==================== block 1
**Block 1: clock wires, drivers and flops**

(3 px per um)
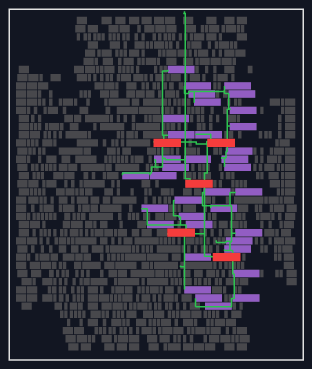

### src/rtl/p_addsub_arb.sv
// p_addsub_arb: two-requester round-robin (or fixed-priority) front end for a
// shared packed add/subtract datapath, with a single-entry response buffer.
// A request is accepted when the buffer is empty or is being popped in the
// same cycle; the result is returned one cycle later on the winner's port.

// p_addsub: lane-wise packed add/subtract. Carries never cross a lane boundary;
// subtraction is lhs + ~rhs + 1 with the +1 injected at every lane start.
module p_addsub (
  input  logic [31:0] lhs_i,
  input  logic [31:0] rhs_i,
  input  logic [4:0]  pw_i,
  input  logic        sub_i,
  output logic [31:0] result_o
);

  // Ripple adder whose carry chain is restarted at each lane boundary.
  always_comb begin : lane_adder
    logic carry;
    logic rhs_bit;
    logic lane_start;
    logic cin;
    result_o   = '0;
    carry      = 1'b0;
    rhs_bit    = 1'b0;
    lane_start = 1'b0;
    cin        = 1'b0;
    for (int i = 0; i < 32; i++) begin
      rhs_bit    = rhs_i[i] ^ sub_i;
      lane_start = (i == 0) ||
                   (pw_i[1] && ((i % 16) == 0)) ||
                   (pw_i[2] && ((i % 8) == 0))  ||
                   (pw_i[3] && ((i % 4) == 0))  ||
                   (pw_i[4] && ((i % 2) == 0));
      cin         = lane_start ? sub_i : carry;
      result_o[i] = lhs_i[i] ^ rhs_bit ^ cin;
      carry       = (lhs_i[i] & rhs_bit) | (cin & (lhs_i[i] ^ rhs_bit));
    end
  end

endmodule

module p_addsub_arb #(
  parameter bit FIXED_PRIO = 1'b0
) (
  input  logic        g_clk,
  input  logic        g_resetn,
  input  logic        req0_valid,
  output logic        req0_ready,
  input  logic [31:0] req0_lhs,
  input  logic [31:0] req0_rhs,
  input  logic [4:0]  req0_pw,
  input  logic        req0_sub,
  input  logic        req1_valid,
  output logic        req1_ready,
  input  logic [31:0] req1_lhs,
  input  logic [31:0] req1_rhs,
  input  logic [4:0]  req1_pw,
  input  logic        req1_sub,
  output logic        rsp0_valid,
  input  logic        rsp0_ready,
  output logic [31:0] rsp0_result,
  output logic        rsp0_err,
  output logic        rsp1_valid,
  input  logic        rsp1_ready,
  output logic [31:0] rsp1_result,
  output logic        rsp1_err
);

  typedef enum logic {
    ST_EMPTY = 1'b0,
    ST_FULL  = 1'b1
  } state_e;

  state_e      state_q, state_d;
  logic [31:0] res_q, res_d;
  logic        err_q, err_d;
  logic        own_q, own_d;
  logic        last_q, last_d;

  logic        full;
  logic        pop;
  logic        can_accept;
  logic        gnt;
  logic        any_valid;
  logic        accept;

  logic [31:0] mux_lhs;
  logic [31:0] mux_rhs;
  logic [4:0]  mux_pw;
  logic        mux_sub;
  logic        pw_illegal;
  logic [31:0] alu_result;

  assign full = (state_q == ST_FULL);

  // Grant selection, pop detection and accept qualification.
  always_comb begin
    pop        = full & (own_q ? rsp1_ready : rsp0_ready);
    can_accept = ~full | pop;
    any_valid  = req0_valid | req1_valid;
    if (req0_valid && !req1_valid) begin
      gnt = 1'b0;
    end else if (req1_valid && !req0_valid) begin
      gnt = 1'b1;
    end else if (req0_valid && req1_valid) begin
      gnt = FIXED_PRIO ? 1'b0 : ~last_q;
    end else begin
      gnt = 1'b0;
    end
    // Readies are forced low while reset is held, since the buffer is
    // empty then and would otherwise advertise space.
    accept     = any_valid & can_accept & g_resetn;
    req0_ready = accept & (gnt == 1'b0);
    req1_ready = accept & (gnt == 1'b1);
  end

  // Winner's operands feed the one shared datapath.
  always_comb begin
    mux_lhs    = gnt ? req1_lhs : req0_lhs;
    mux_rhs    = gnt ? req1_rhs : req0_rhs;
    mux_pw     = gnt ? req1_pw  : req0_pw;
    mux_sub    = gnt ? req1_sub : req0_sub;
    pw_illegal = (mux_pw == 5'd0) || ((mux_pw & (mux_pw - 5'd1)) != 5'd0);
  end

  p_addsub u_addsub (
    .lhs_i    (mux_lhs),
    .rhs_i    (mux_rhs),
    .pw_i     (mux_pw),
    .sub_i    (mux_sub),
    .result_o (alu_result)
  );

  // Buffer next-state and capture of the accepted result.
  always_comb begin
    state_d = state_q;
    res_d   = res_q;
    err_d   = err_q;
    own_d   = own_q;
    last_d  = last_q;
    case (state_q)
      ST_EMPTY: if (accept) state_d = ST_FULL;
      ST_FULL:  if (pop && !accept) state_d = ST_EMPTY;
      default:  state_d = ST_EMPTY;
    endcase
    if (accept) begin
      res_d  = pw_illegal ? 32'd0 : alu_result;
      err_d  = pw_illegal;
      own_d  = gnt;
      last_d = gnt;
    end
  end

  // State register; reset drops any buffered result immediately.
  always_ff @(posedge g_clk or negedge g_resetn) begin
    if (!g_resetn) begin
      state_q <= ST_EMPTY;
      res_q   <= '0;
      err_q   <= 1'b0;
      own_q   <= 1'b0;
      last_q  <= 1'b1;
    end else begin
      state_q <= state_d;
      res_q   <= res_d;
      err_q   <= err_d;
      own_q   <= own_d;
      last_q  <= last_d;
    end
  end

  // Response ports show the buffer only to its owner; zero otherwise.
  always_comb begin
    rsp0_valid  = full & (own_q == 1'b0);
    rsp1_valid  = full & (own_q == 1'b1);
    rsp0_result = rsp0_valid ? res_q : 32'd0;
    rsp1_result = rsp1_valid ? res_q : 32'd0;
    rsp0_err    = rsp0_valid & err_q;
    rsp1_err    = rsp1_valid & err_q;
  end

endmodule

### config.mk
export PLATFORM = sky130hd
export DESIGN_NAME = p_addsub_arb
export DESIGN_NICKNAME = d
export VERILOG_FILES = /design/src/rtl/p_addsub_arb.sv
export SDC_FILE = /design/constraint.sdc
export NUM_CORES = 1
export LEC_CHECK = 0
export ABC_AREA = 1
export CAP_MARGIN = 20
export CORE_ASPECT_RATIO = 1.2
export CORE_MARGIN = 1.5
export CORE_UTILIZATION = 42
export DETAILED_ROUTE_END_ITERATION = 12
export HOLD_SLACK_MARGIN = 0.12
export PLACE_DENSITY = 0.91
export SKIP_CTS_REPAIR_TIMING = 1
export SLEW_MARGIN = 20
export SYNTH_ARGS = -nofsm -noshare
export SYNTH_HDL_FRONTEND = slang
export SYNTH_HIERARCHICAL = 1
export SYNTH_SLANG_ARGS = --single-unit
### constraint.sdc
create_clock -name g_clk -period 18.64 [get_ports g_clk]
set_clock_uncertainty 0.05 [all_clocks]
set_input_delay 3.728 -clock g_clk [delete_from_list [all_inputs] [get_ports g_clk]]
set_output_delay 3.728 -clock g_clk [all_outputs]
set_load 0.03 [all_outputs]
==================== block 2
**src/rtl/id_ex_stage.sv**
```systemverilog
// ID/EX pipeline register for the 5-stage RISC-V core.
// Captures decode fields every cycle, detects load-use hazards against the
// instruction currently held in ID/EX, inserts a single bubble for such a
// hazard while holding PC and IF/ID, and bubbles on a taken-branch flush or
// an empty IF/ID slot. A saturating counter tracks hazard bubbles only.
module id_ex_stage #(
    parameter int XLEN  = 64,
    parameter int CNT_W = 16
) (
    input  logic             clk,
    input  logic             rst_n,
    input  logic             if_id_valid,
    input  logic [4:0]       if_id_rs1,
    input  logic [4:0]       if_id_rs2,
    input  logic [4:0]       if_id_rd,
    input  logic             id_rs1_used,
    input  logic             id_rs2_used,
    input  logic [XLEN-1:0]  id_rdata1,
    input  logic [XLEN-1:0]  id_rdata2,
    input  logic [XLEN-1:0]  id_imm,
    input  logic [XLEN-1:0]  id_pc,
    input  logic [8:0]       id_ctrl,
    input  logic             flush,
    output logic             id_ex_valid,
    output logic [4:0]       id_ex_rs1,
    output logic [4:0]       id_ex_rs2,
    output logic [4:0]       id_ex_rd,
    output logic [XLEN-1:0]  id_ex_rdata1,
    output logic [XLEN-1:0]  id_ex_rdata2,
    output logic [XLEN-1:0]  id_ex_imm,
    output logic [XLEN-1:0]  id_ex_pc,
    output logic [8:0]       id_ex_ctrl,
    output logic             pc_write,
    output logic             if_id_write,
    output logic [CNT_W-1:0] stall_count
);

    // Bit position of MemRead inside the packed control word
    // {RegWrite,MemRead,MemWrite,MemtoReg,ALUSrc,Branch,ALUOp[1:0],Jump}.
    localparam int CTRL_MEMREAD = 7;

    localparam logic [CNT_W-1:0] CNT_MAX = {CNT_W{1'b1}};
    localparam logic [CNT_W-1:0] CNT_ONE = {{(CNT_W-1){1'b0}}, 1'b1};

    // Pipeline state registers and their next-state values.
    logic             valid_q,  valid_d;
    logic [4:0]       rs1_q,    rs1_d;
    logic [4:0]       rs2_q,    rs2_d;
    logic [4:0]       rd_q,     rd_d;
    logic [XLEN-1:0]  rdata1_q, rdata1_d;
    logic [XLEN-1:0]  rdata2_q, rdata2_d;
    logic [XLEN-1:0]  imm_q,    imm_d;
    logic [XLEN-1:0]  pc_q,     pc_d;
    logic [8:0]       ctrl_q,   ctrl_d;
    logic [CNT_W-1:0] cnt_q,    cnt_d;

    logic             load_in_ex_s;
    logic             rs1_match_s;
    logic             rs2_match_s;
    logic             hazard_s;
    logic             stall_s;

    // Load-use detection: ID/EX holds a real load writing a non-zero register
    // that the instruction in IF/ID actually reads.
    always_comb begin
        load_in_ex_s = 1'b0;
        rs1_match_s  = 1'b0;
        rs2_match_s  = 1'b0;
        hazard_s     = 1'b0;
        if (valid_q && ctrl_q[CTRL_MEMREAD] && (rd_q != 5'd0)) begin
            load_in_ex_s = 1'b1;
        end else begin
            load_in_ex_s = 1'b0;
        end
        if (id_rs1_used && (if_id_rs1 == rd_q)) begin
            rs1_match_s = 1'b1;
        end else begin
            rs1_match_s = 1'b0;
        end
        if (id_rs2_used && (if_id_rs2 == rd_q)) begin
            rs2_match_s = 1'b1;
        end else begin
            rs2_match_s = 1'b0;
        end
        if (load_in_ex_s && if_id_valid && (rs1_match_s || rs2_match_s)) begin
            hazard_s = 1'b1;
        end else begin
            hazard_s = 1'b0;
        end
    end

    // A flush redirects the front end, so it always wins over a stall.
    always_comb begin
        stall_s = 1'b0;
        if (hazard_s && !flush) begin
            stall_s = 1'b1;
        end else begin
            stall_s = 1'b0;
        end
    end

    // Front-end hold controls; forced to write-enable while in reset so the
    // PC and IF/ID are never frozen by stale pipeline state.
    always_comb begin
        pc_write    = 1'b1;
        if_id_write = 1'b1;
        if (!rst_n) begin
            pc_write    = 1'b1;
            if_id_write = 1'b1;
        end else if (stall_s) begin
            pc_write    = 1'b0;
            if_id_write = 1'b0;
        end else begin
            pc_write    = 1'b1;
            if_id_write = 1'b1;
        end
    end

    // Next-state selection: flush > hazard > empty slot > normal capture.
    always_comb begin
        valid_d  = 1'b0;
        rs1_d    = 5'd0;
        rs2_d    = 5'd0;
        rd_d     = 5'd0;
        rdata1_d = {XLEN{1'b0}};
        rdata2_d = {XLEN{1'b0}};
        imm_d    = {XLEN{1'b0}};
        pc_d     = {XLEN{1'b0}};
        ctrl_d   = 9'd0;
        cnt_d    = cnt_q;
        if (flush) begin
            valid_d = 1'b0;
        end else if (hazard_s) begin
            valid_d = 1'b0;
            if (cnt_q == CNT_MAX) begin
                cnt_d = cnt_q;
            end else begin
                cnt_d = cnt_q + CNT_ONE;
            end
        end else if (!if_id_valid) begin
            valid_d = 1'b0;
        end else begin
            valid_d  = 1'b1;
            rs1_d    = if_id_rs1;
            rs2_d    = if_id_rs2;
            rd_d     = if_id_rd;
            rdata1_d = id_rdata1;
            rdata2_d = id_rdata2;
            imm_d    = id_imm;
            pc_d     = id_pc;
            ctrl_d   = id_ctrl;
        end
    end

    // Pipeline register with synchronous active-low reset.
    always_ff @(posedge clk) begin
        if (!rst_n) begin
            valid_q  <= 1'b0;
            rs1_q    <= 5'd0;
            rs2_q    <= 5'd0;
            rd_q     <= 5'd0;
            rdata1_q <= {XLEN{1'b0}};
            rdata2_q <= {XLEN{1'b0}};
            imm_q    <= {XLEN{1'b0}};
            pc_q     <= {XLEN{1'b0}};
            ctrl_q   <= 9'd0;
            cnt_q    <= {CNT_W{1'b0}};
        end else begin
            valid_q  <= valid_d;
            rs1_q    <= rs1_d;
            rs2_q    <= rs2_d;
            rd_q     <= rd_d;
            rdata1_q <= rdata1_d;
            rdata2_q <= rdata2_d;
            imm_q    <= imm_d;
            pc_q     <= pc_d;
            ctrl_q   <= ctrl_d;
            cnt_q    <= cnt_d;
        end
    end

    assign id_ex_valid  = valid_q;
    assign id_ex_rs1    = rs1_q;
    assign id_ex_rs2    = rs2_q;
    assign id_ex_rd     = rd_q;
    assign id_ex_rdata1 = rdata1_q;
    assign id_ex_rdata2 = rdata2_q;
    assign id_ex_imm    = imm_q;
    assign id_ex_pc     = pc_q;
    assign id_ex_ctrl   = ctrl_q;
    assign stall_count  = cnt_q;

endmodule

```
**config.mk**
```make
export PLATFORM = sky130hd
export DESIGN_NAME = id_ex_stage
export DESIGN_NICKNAME = d
export VERILOG_FILES = /design/src/rtl/id_ex_stage.sv
export SDC_FILE = /design/constraint.sdc
export NUM_CORES = 1
export LEC_CHECK = 0
export ABC_AREA = 1
export CORE_AREA = 2 2 229 231
export DETAILED_ROUTE_END_ITERATION = 7
export DIE_AREA = 0 0 231 233
export PLACE_DENSITY = 0.55
export SLEW_MARGIN = 20
export SYNTH_ARGS = -nofsm -noshare
export SYNTH_HDL_FRONTEND = slang
export SYNTH_SLANG_ARGS = --single-unit
```
**constraint.sdc**
```tcl
create_clock -name clk -period 4.6 [get_ports clk]
set_input_delay 0.46 -clock clk [delete_from_list [all_inputs] [get_ports clk]]
set_output_delay 0.46 -clock clk [all_outputs]
set_load 0.02 [all_outputs]
```
==================== block 3
### src/rtl/display_scan_pkg.sv
// Shared constants and types for the 7-segment display path.
package display_scan_pkg;

  // Active-low segment pattern, bit6=a ... bit0=g.
  typedef logic [6:0] seg_t;

  localparam seg_t SEG_ZERO  = 7'b0000001;
  localparam seg_t SEG_BLANK = 7'h7F;

  // Slot phase: anodes dark during GUARD, one anode lit during ON.
  typedef enum logic {
    SLOT_GUARD = 1'b0,
    SLOT_ON    = 1'b1
  } slot_t;

endpackage

### src/rtl/display_scan_lz_blank.sv
// Leading-zero blank mask: digit i (i>=1) is blanked when blanking is enabled
// and every digit from i up to the most significant one is exactly ZERO.
module lz_blank
  import display_scan_pkg::*;
#(
  parameter int NDIG = 4
) (
  input  seg_t [NDIG-1:0] digits,
  input  logic            blank_lz,
  output logic [NDIG-1:0] blank
);

  logic zero_run;

  // Walk from the most significant digit downward while the run of zeros holds.
  always_comb begin
    zero_run = blank_lz;
    blank    = '0;
    for (int i = NDIG - 1; i >= 1; i--) begin
      zero_run = zero_run && (digits[i] == SEG_ZERO);
      blank[i] = zero_run;
    end
  end

endmodule

### src/rtl/display_scan.sv
// Multiplexed 7-segment scan driver with double-buffered digit data,
// leading-zero blanking and a dark guard interval at the start of each slot.
//
// state      | meaning
// -----------+---------------------------------------------------------
// SLOT_GUARD | cnt < GUARD: all anodes off, segment bus blank
// SLOT_ON    | cnt >= GUARD: anode idx low, segment bus = disp(idx)
module display_scan
  import display_scan_pkg::*;
#(
  parameter int NDIG        = 4,
  parameter int REFRESH_DIV = 50000,
  parameter int GUARD       = 2
) (
  input  logic              clk,
  input  logic              clr,
  input  logic              load,
  input  logic [7*NDIG-1:0] dig_in,
  input  logic              blank_lz,
  output logic [6:0]        seg,
  output logic [NDIG-1:0]   an,
  output logic              frame_done
);

  localparam int CW = (REFRESH_DIV > 1) ? $clog2(REFRESH_DIV) : 1;
  localparam int IW = $clog2(NDIG);

  localparam logic [CW-1:0] CNT_LAST  = CW'(REFRESH_DIV - 1);
  localparam logic [CW-1:0] CNT_GUARD = CW'(GUARD);
  localparam logic [IW-1:0] IDX_LAST  = IW'(NDIG - 1);

  logic [CW-1:0]   cnt_q, cnt_d;
  logic [IW-1:0]   idx_q, idx_d;
  slot_t           slot_q, slot_d;
  logic            wrap;
  seg_t [NDIG-1:0] dig_v;
  seg_t [NDIG-1:0] pend_q, act_q;
  logic [NDIG-1:0] blank_mask;
  seg_t            seg_d;
  logic [NDIG-1:0] an_d;

  assign dig_v = dig_in;

  lz_blank #(.NDIG(NDIG)) u_lz_blank (
    .digits   (act_q),
    .blank_lz (blank_lz),
    .blank    (blank_mask)
  );

  // Prescaler and digit index advance; wrap marks the last edge of a frame.
  always_comb begin
    cnt_d = cnt_q + CW'(1);
    idx_d = idx_q;
    wrap  = 1'b0;
    if (cnt_q == CNT_LAST) begin
      cnt_d = '0;
      if (idx_q == IDX_LAST) begin
        idx_d = '0;
        wrap  = 1'b1;
      end else begin
        idx_d = idx_q + IW'(1);
      end
    end
  end

  // Slot FSM next state and the output values that go with it. Outputs are
  // computed from the next cnt/idx so the registered outputs match them.
  // The active buffer only changes when cnt returns to 0 (a GUARD cycle),
  // so reading the current buffer here is equivalent to reading the next one.
  always_comb begin
    slot_d = slot_q;
    seg_d  = SEG_BLANK;
    an_d   = '1;
    case (slot_q)
      SLOT_GUARD: if (cnt_d == CNT_GUARD) slot_d = SLOT_ON;
      SLOT_ON:    if (cnt_d == '0)        slot_d = SLOT_GUARD;
      default:    slot_d = SLOT_GUARD;
    endcase
    if (slot_d == SLOT_ON) begin
      an_d  = ~(NDIG'(1) << idx_d);
      seg_d = blank_mask[idx_d] ? SEG_BLANK : act_q[idx_d];
    end
  end

  // Scan state and output registers.
  always_ff @(posedge clk or posedge clr) begin
    if (clr) begin
      cnt_q      <= '0;
      idx_q      <= '0;
      slot_q     <= SLOT_GUARD;
      seg        <= SEG_BLANK;
      an         <= '1;
      frame_done <= 1'b0;
    end else begin
      cnt_q      <= cnt_d;
      idx_q      <= idx_d;
      slot_q     <= slot_d;
      seg        <= seg_d;
      an         <= an_d;
      frame_done <= wrap;
    end
  end

  // Double buffer: pending follows load; active takes a frame's worth of data
  // only at the wrap, with a coincident load bypassing pending.
  always_ff @(posedge clk or posedge clr) begin
    if (clr) begin
      pend_q <= {NDIG{SEG_ZERO}};
      act_q  <= {NDIG{SEG_ZERO}};
    end else begin
      if (load) pend_q <= dig_v;
      if (wrap) act_q  <= load ? dig_v : pend_q;
    end
  end

endmodule

### config.mk
export PLATFORM = sky130hd
export DESIGN_NAME = display_scan
export DESIGN_NICKNAME = d
export VERILOG_FILES = /design/src/rtl/display_scan_pkg.sv /design/src/rtl/display_scan_lz_blank.sv /design/src/rtl/display_scan.sv
export SDC_FILE = /design/constraint.sdc
export NUM_CORES = 1
export LEC_CHECK = 0
export ABC_CLOCK_PERIOD_IN_PS = 3400
export CAP_MARGIN = 25
export CORE_ASPECT_RATIO = 0.6
export CORE_MARGIN = 2
export CORE_UTILIZATION = 41
export CTS_BUF_LIST = sky130_fd_sc_hd__clkbuf_4
export CTS_CLUSTER_DIAMETER = 150
export CTS_CLUSTER_SIZE = 28
export DETAILED_ROUTE_END_ITERATION = 10
export GPL_ROUTABILITY_DRIVEN = 0
export REMOVE_ABC_BUFFERS = 1
export SLEW_MARGIN = 20
export SYNTH_ARGS = -nofsm -noshare
export SYNTH_HDL_FRONTEND = slang
export SYNTH_SLANG_ARGS = --single-unit
export TNS_END_PERCENT = 10
### constraint.sdc
create_clock -name clk -period 3.4 [get_ports clk]
set_clock_uncertainty 0.15 [all_clocks]
set_input_delay 0.34 -clock clk [delete_from_list [all_inputs] [get_ports clk]]
set_output_delay 0.34 -clock clk [all_outputs]
set_load 0.05 [all_outputs]
==================== block 4
`config.mk`:
```
export PLATFORM = sky130hd
export DESIGN_NAME = fifo_sync_param
export DESIGN_NICKNAME = d
export VERILOG_FILES = /design/src/rtl/fifo_pkg.sv /design/src/rtl/fifo_mem_dp.sv /design/src/rtl/fifo_sync_param.sv
export SDC_FILE = /design/constraint.sdc
export NUM_CORES = 1
export LEC_CHECK = 0
export ABC_AREA = 1
export CORE_MARGIN = 5
export CORE_UTILIZATION = 48
export CTS_CLUSTER_SIZE = 30
export DETAILED_ROUTE_END_ITERATION = 16
export PLACE_DENSITY = 0.74
export SYNTH_ARGS = -nofsm -noshare
export SYNTH_HDL_FRONTEND = slang
export SYNTH_HIERARCHICAL = 1
export SYNTH_SLANG_ARGS = --single-unit
export TNS_END_PERCENT = 100
```
`constraint.sdc`:
```
create_clock -name clk -period 1.9 [get_ports clk]
set_input_delay 0.38 -clock clk [delete_from_list [all_inputs] [get_ports clk]]
set_output_delay 0.38 -clock clk [all_outputs]
set_load 0.1 [all_outputs]
```
`src/rtl/fifo_pkg.sv`:
```
// rtl/fifo_pkg.sv - shared constants, depth helper and status struct for the sync FIFO
package fifo_pkg;

  localparam int DEFAULT_DATA_WIDTH = 8;
  localparam int DEFAULT_ADDR_WIDTH = 2;

  function automatic int depth_of(input int addr_width);
    return 1 << addr_width;
  endfunction

  typedef struct packed {
    logic full;
    logic empty;
    logic almost_full;
    logic almost_empty;
  } fifo_status_t;

endpackage

```
`src/rtl/fifo_mem_dp.sv`:
```
// rtl/fifo_mem_dp.sv - dual-port storage: one write port, one registered read port
module fifo_mem_dp
  import fifo_pkg::*;
#(
  parameter int DATA_WIDTH = DEFAULT_DATA_WIDTH,
  parameter int ADDR_WIDTH = DEFAULT_ADDR_WIDTH
) (
  input  logic                  clk,
  input  logic                  reset,
  input  logic                  wr_en,
  input  logic [ADDR_WIDTH-1:0] wr_addr,
  input  logic [DATA_WIDTH-1:0] wr_data,
  input  logic                  rd_en,
  input  logic [ADDR_WIDTH-1:0] rd_addr,
  output logic [DATA_WIDTH-1:0] rd_data
);

  localparam int DEPTH = depth_of(ADDR_WIDTH);

  logic [DATA_WIDTH-1:0] mem [DEPTH];

  // Array itself is never cleared; only the output register is.
  always_ff @(posedge clk) begin
    if (wr_en) begin
      mem[wr_addr] <= wr_data;
    end
  end

  always_ff @(posedge clk) begin
    if (reset) begin
      rd_data <= '0;
    end else if (rd_en) begin
      rd_data <= mem[rd_addr];
    end
  end

endmodule

```
`src/rtl/fifo_sync_param.sv`:
```
// rtl/fifo_sync_param.sv - parametrised single-clock FIFO with thresholds and sticky errors
module fifo_sync_param
  import fifo_pkg::*;
#(
  parameter int DATA_WIDTH = DEFAULT_DATA_WIDTH,
  parameter int ADDR_WIDTH = DEFAULT_ADDR_WIDTH,
  parameter int AF_THRESH  = 3,
  parameter int AE_THRESH  = 1
) (
  input  logic                  clk,
  input  logic                  reset,
  input  logic [DATA_WIDTH-1:0] FIFO_data_in,
  input  logic                  write_enable,
  input  logic                  read_enable,
  output logic [DATA_WIDTH-1:0] FIFO_data_out,
  output logic                  valid_out,
  output logic                  full,
  output logic                  empty,
  output logic                  almost_full,
  output logic                  almost_empty,
  output logic [ADDR_WIDTH:0]   count,
  output logic                  error_overflow,
  output logic                  error_underflow
);

  localparam int DEPTH = depth_of(ADDR_WIDTH);
  localparam logic [ADDR_WIDTH:0] DEPTH_C = (ADDR_WIDTH+1)'(DEPTH);
  localparam logic [ADDR_WIDTH:0] AF_C    = (ADDR_WIDTH+1)'(AF_THRESH);
  localparam logic [ADDR_WIDTH:0] AE_C    = (ADDR_WIDTH+1)'(AE_THRESH);

  logic [ADDR_WIDTH-1:0] wr_ptr;
  logic [ADDR_WIDTH-1:0] rd_ptr;
  logic                  rd_acc;
  logic                  wr_acc;
  fifo_status_t          status;

  // Occupancy alone separates full from empty, since pointers coincide in both.
  assign status.full         = (count == DEPTH_C);
  assign status.empty        = (count == '0);
  assign status.almost_full  = (count >= AF_C);
  assign status.almost_empty = (count <= AE_C);

  assign full         = status.full;
  assign empty        = status.empty;
  assign almost_full  = status.almost_full;
  assign almost_empty = status.almost_empty;

  assign rd_acc = read_enable & ~status.empty;
  assign wr_acc = write_enable & (~status.full | rd_acc);

  fifo_mem_dp #(
    .DATA_WIDTH (DATA_WIDTH),
    .ADDR_WIDTH (ADDR_WIDTH)
  ) u_mem (
    .clk     (clk),
    .reset   (reset),
    .wr_en   (wr_acc & ~reset),
    .wr_addr (wr_ptr),
    .wr_data (FIFO_data_in),
    .rd_en   (rd_acc),
    .rd_addr (rd_ptr),
    .rd_data (FIFO_data_out)
  );

  always_ff @(posedge clk) begin
    if (reset) begin
      wr_ptr          <= '0;
      rd_ptr          <= '0;
      count           <= '0;
      valid_out       <= 1'b0;
      error_overflow  <= 1'b0;
      error_underflow <= 1'b0;
    end else begin
      valid_out       <= rd_acc;
      error_overflow  <= error_overflow | (write_enable & ~wr_acc);
      error_underflow <= error_underflow | (read_enable & ~rd_acc);
      if (wr_acc) begin
        wr_ptr <= wr_ptr + ADDR_WIDTH'(1);
      end
      if (rd_acc) begin
        rd_ptr <= rd_ptr + ADDR_WIDTH'(1);
      end
      if (wr_acc && !rd_acc) begin
        count <= count + (ADDR_WIDTH+1)'(1);
      end else if (rd_acc && !wr_acc) begin
        count <= count - (ADDR_WIDTH+1)'(1);
      end
    end
  end

endmodule

```
**Block 4: register map, names as in the netlist**

(4 px per um) Other sequential cells in the stronger grey, the rest of the logic in the fainter grey.
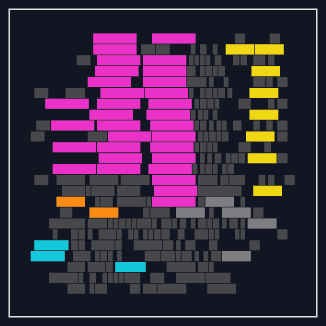
u_mem/mem -> magenta  # placed flops 32
u_mem/rd_data -> yellow  # placed flops 8
wr_ptr -> orange  # placed flops 2
count -> cyan  # placed flops 3
not coloured = 5
register area: 0.00133 mm2
fin util: 64.1%
Seq area share: 48.0%

==> Changelog: implementation, block 4 <==
### Metrics

- Hold-fix buffers, CTS: 0
- Max_slew headroom: 78.2%
- Worst hold stages: 2
- Crit path kind: reg -> out
- Dominant combinational family: simple AND/OR/NAND/NOR gates
- Grt met1 use: about a fifth
- GRT Total Usage: between 10% and 20%
- Post-synth EDFFs: 32
- CTS tree: built
- Synth unique cells: 24
- Final wirelength: ~3800 um
- FF-to-FF End: u_mem/mem[0][0]$_DFFE_PP_
- DRT iter0 DRCs: roughly 190
- WL/cell: 12.7 um
- CP arrival: between 1 and 1.5 ns
- Die Span Y: roughly 76 um
- Min-delay src: error_overflow$_SDFF_PP0_
- Synth mux share: 0%
- Status: complete, no violations
- Net Sw Power: approximately 2.3 mW
- Clock-net power: approximately 0.76 mW
- Worst Setup EP: almost_full
- RSZ-0062 raised after global routing: false
- Vias/cell: ~4.8
- Biggest Area Class: sequential cells
- FFs w/ async S/R, synth: 0%
- I/O Pins: 30
- GRT overflow: 0
- Final period util: between 90% and 100%
- Yosys chip area: ~0.0021 mm2
-- block 4: stage by stage --
step | worst slack, ns | power (mW) | cells | area [um2] | setup TNS [ns]
6_report | 0.114 | 4.81 | 296 | 2770 | 0
3_3_place_gp | -0.00767 | 4.03 | 288 | 2640 | -0.0603
2_1_floorplan | 0.0185 | 3.40 | 203 | 2190 | 0
3_5_place_dp | -0.0384 | 4.06 | 288 | 2640 | -0.394
4_1_cts | 0.0922 | 4.83 | 296 | 2760 | 0
5_1_grt | 0.0315 | 5.06 | 296 | 2770 | 0
**Block 2: register map, names as in the netlist**

(1.5 px per um) Other sequential cells in the stronger grey, the rest of the logic in the fainter grey.
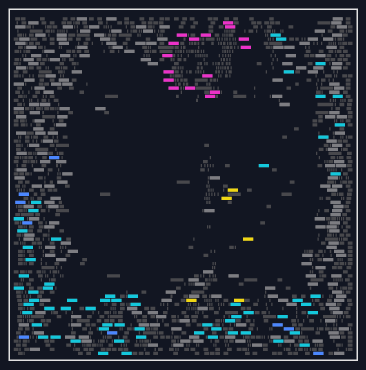
stall_count -> magenta  # placed flops 16, where north
id_ex_ctrl -> blue  # placed flops 9
id_ex_pc -> cyan  # placed flops 64
id_ex_rs1 -> yellow  # placed flops 5
not coloured = 203
Seq area share: 35.2%
fin util: 33.1%

**Block 2: the clock network**

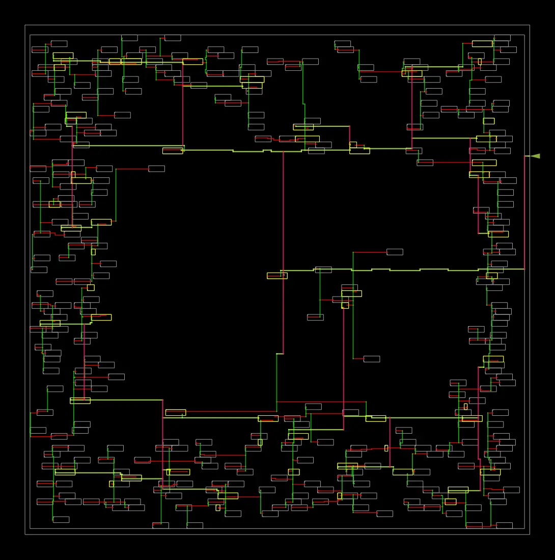
clock-net power: 2.77 mW
clk_skew: 0.0161 ns

==> Changelog: implementation, block 2 <==
### Metrics

- Post-DP Area: 0.0158 mm2
- Status: complete, no violations
- Overall power: around 6 mW
- Leading cell types by total area after synthesis: dfxtp_1, nor2_1, inv_1, nand2_1, buf_2
- Synth Seq Share: between 60% and 70%
- Levels on crit path: 6
- CTS tree: built
- Final Hold Slack: approximately 0.45 ns
- Power density over the cells: between 300 and 400 mW/mm2
- Comb gates: between 400 and 500
- R2R depth: 8
- Static leakage: 7.67 nW
- Layout Cells excl Fill: 2392
- Slowest stage delay, CP: between 0.5 and 0.6 ns
- Gate Area: between 0.0015 and 0.002 mm2
- GP Congestion: about 0.83
- Peak supply drop: between 0.3 and 0.4 mV
- Post-Place Setup Slack: approximately 1.4 ns
- CTS Buffer Depth: 3
- Global-route wire length before repair: 49500 um
- Hold-fix buffers, CTS: 0
- Worst min path class: in -> reg
- Delay-heaviest family, CP: buffers and inverters
- CP max FO: 21
- FFs w/ async S/R, synth: 0%
- Most common logic cells in the final layout: clkdlybuf4s50_1, nor2_1, inv_1
- Final ANT Viol Nets: 0
- Post-synth EDFFs: 0
- CP arrival: ~2.7 ns
## block 2: power by group through the flow
stage          Combinational [mW]  Clock [mW]  Sequential (mW)
2_1_floorplan               0.111           0             2.80
3_3_place_gp                0.614           0             2.72
3_5_place_dp                0.615           0             2.72
4_1_cts                     0.619        2.89             2.66
5_1_grt                     0.656        2.99             2.66
6_report                    0.608        2.77             2.66
## block 2: layer usage
metal	part of all wire, %	vias up	track usage (%)
met2	50	431	22.1
li1	-	4238	-
met4	2.0	0	3.87
met5	0	-	0
met1	35	3717	11.9
met3	12	46	6.08
**Block 1: routed metal per tile**

(3 px per um) The die is cut into 19 by 23 equal tiles; black is low, pale yellow is high, scaled to the fullest tile. Values are wire area over tile area, all layers added.
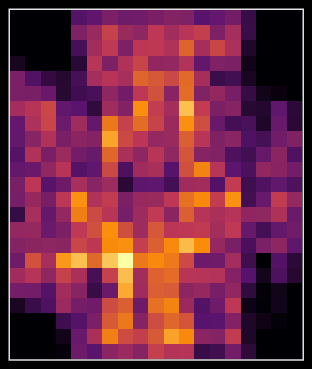
tiles over half the peak = 23%
fullest tile = 0.55
mean over tiles = 0.19
densest ninth of the die = south

Notes on 'clock wires, drivers and flops' of block 1 above:
clock-net drivers -> red  # count 5
flip-flops -> purple  # count 36
clock wires -> green  # length 409 um
routed clock nets = 6

==> Changelog: implementation, block 1 <==
### Metrics

- Synth top cell by count: nand2_1
- Num CTS Buffers: 5
- Min-delay src: res_q[29]$_DFFE_PN0P_
- Non-clock inverters: between 100 and 150
- Yosys top cell by area: nand2_1
- Post-Place Setup Slack: -0.662 ns
- Status: complete, no violations
- Post-Synthesis Cell Area: 0.00450 mm2
- Post-synth EDFFs: 0
- Power density over the cells: approximately 89 mW/mm2
- Count of non-CTS buffers in the layout: roughly 240
- GR Util met2: between 40 and 50%
- Floorplan Utilization: about 43%
- Avg Synthesized Cell Area: slightly above 6 um2
- Seq area share: between 10% and 20%
- Drc violations: 0
- AND-OR/OR-AND share of the synthesized area: 7.12%
- Post-synthesis simple-gate area fraction: between 30% and 40%
- Synthesized net count: a little over 900
- CTS tree: built
- Slowest stage delay, CP: approximately 0.5 ns
- Reg clk slew, reported paths: about 0.05 ns
- Ys cells: roughly 730
- Share of post-route cells with drive strength above 1: 8.64%
- Net Sw Power: 0.286 mW
- Sequential Power Share: roughly a fifth
- Logic share of the area: 42.0%
- Peak supply drop: approximately 0.05 mV
- P_seq: roughly 0.12 mW
[block 1: critical path: cells and delay by family]
family	cells	cell delay, ns
AOI/OAI and AO/OA	11	1.81
adders and majority gates	30	10.46
buffers and inverters	5	0.70
and+or+nand+nor	20	1.55
[block 1: sequential cells by signal, summed over array words and instances (netlist names)]
name and cells:
own_q 1, res_q 32, err_q 1, last_q 1
full 1
**Block 3: register map, names as in the netlist**

(4 px per um) Other sequential cells in the stronger grey, the rest of the logic in the fainter grey.
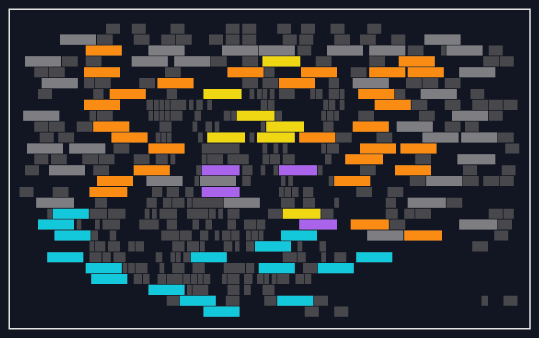
cnt_q -> cyan  # placed flops 16
seg -> yellow  # placed flops 7
act_q -> orange  # placed flops 28
an -> purple  # placed flops 4, where centre

==> Changelog: implementation, block 3 <==
### Metrics

- Sw frac: about a quarter
- Least-Margin Pin Slew: approximately 0.77 ns
- Post-CTS sizing: 0
- Status: complete, no violations
- Final setup fails: 0
- Post-Synthesis Cells: between 300 and 400
- Xor/xnor share of the synthesized area: under 10%
- Metal3 WL: around 430 um
- # diodes: 0
- Total clock sinks: 87
- CTS Buffer Depth: 2
- WL/cell: 16.2 um
- RR Startpoint: cnt_q[0]$_DFF_PP0_
- Max_slew headroom: between 40% and 50%
- Most common logic cells in the final layout: dfrtp_1, nand2_1, mux2_2
## block 3: power by group through the flow
| stage | Sequential (mW) | Combinational [mW] | Clock (mW) |
|---|---|---|---|
| floorplan | 1.15 | 0.0823 | 0 |
| global placement | 1.14 | 0.170 | 0 |
| detailed placement | 1.14 | 0.172 | 0 |
| CTS | 1.12 | 0.173 | 0.558 |
| global route | 1.13 | 0.187 | 0.609 |
| finish | 1.12 | 0.169 | 0.542 |


==> screenshots <==
Sizing map.
shot_01.png
(4 px per um)
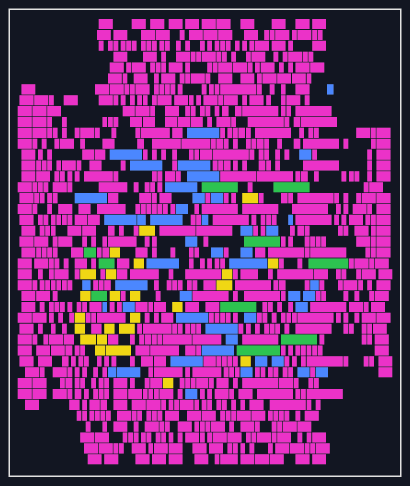
shot_02.png
(2 px per um)
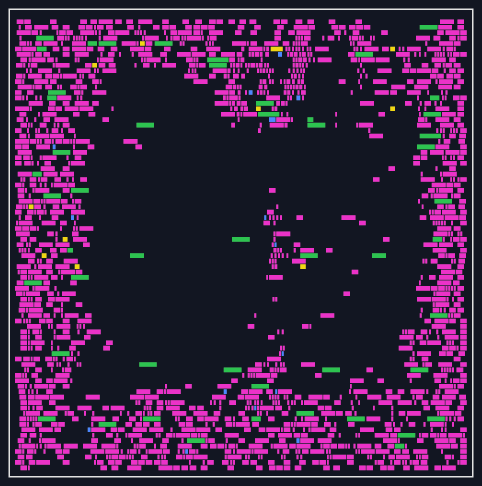
shot_03.png
(6 px per um)
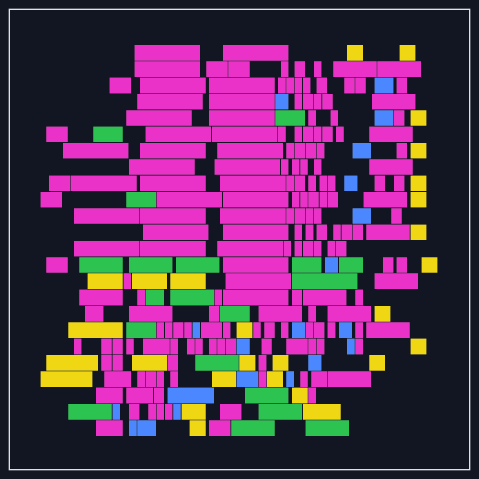
shot_04.png
(4 px per um)
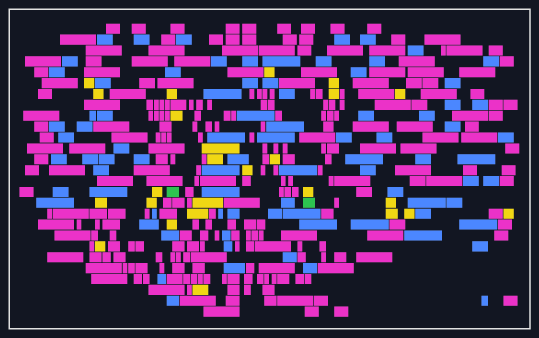
| picture | from |
|---|---|
| shot_03.png | block 4 |
| shot_04.png | block 3 |
| shot_02.png | block 2 |
| shot_01.png | block 1 |
The one with the most cells is shot_02.png.


==> gallery <==
The clock network.
(a)
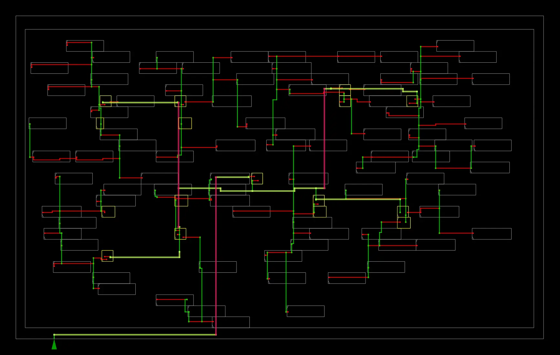
(b)
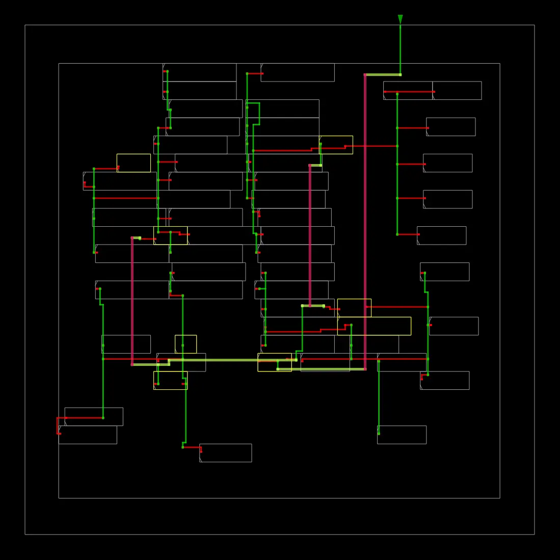
(c)
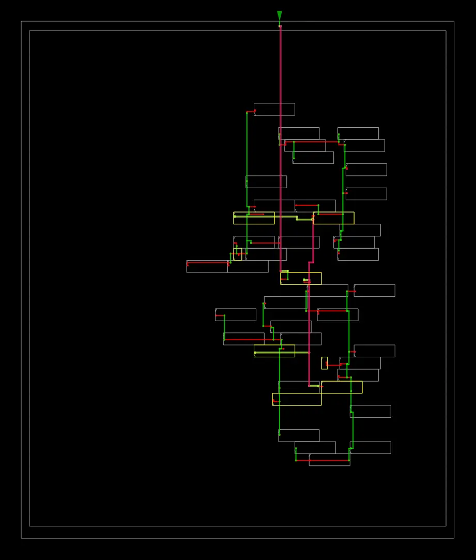
- block 4 = (b)
- block 3 = (a)
- block 1 = (c)
- fewest sequential cells: (c)
- most clock buffers: (a)

Power figures rest on the tool's default switching activity, not on a simulated workload.
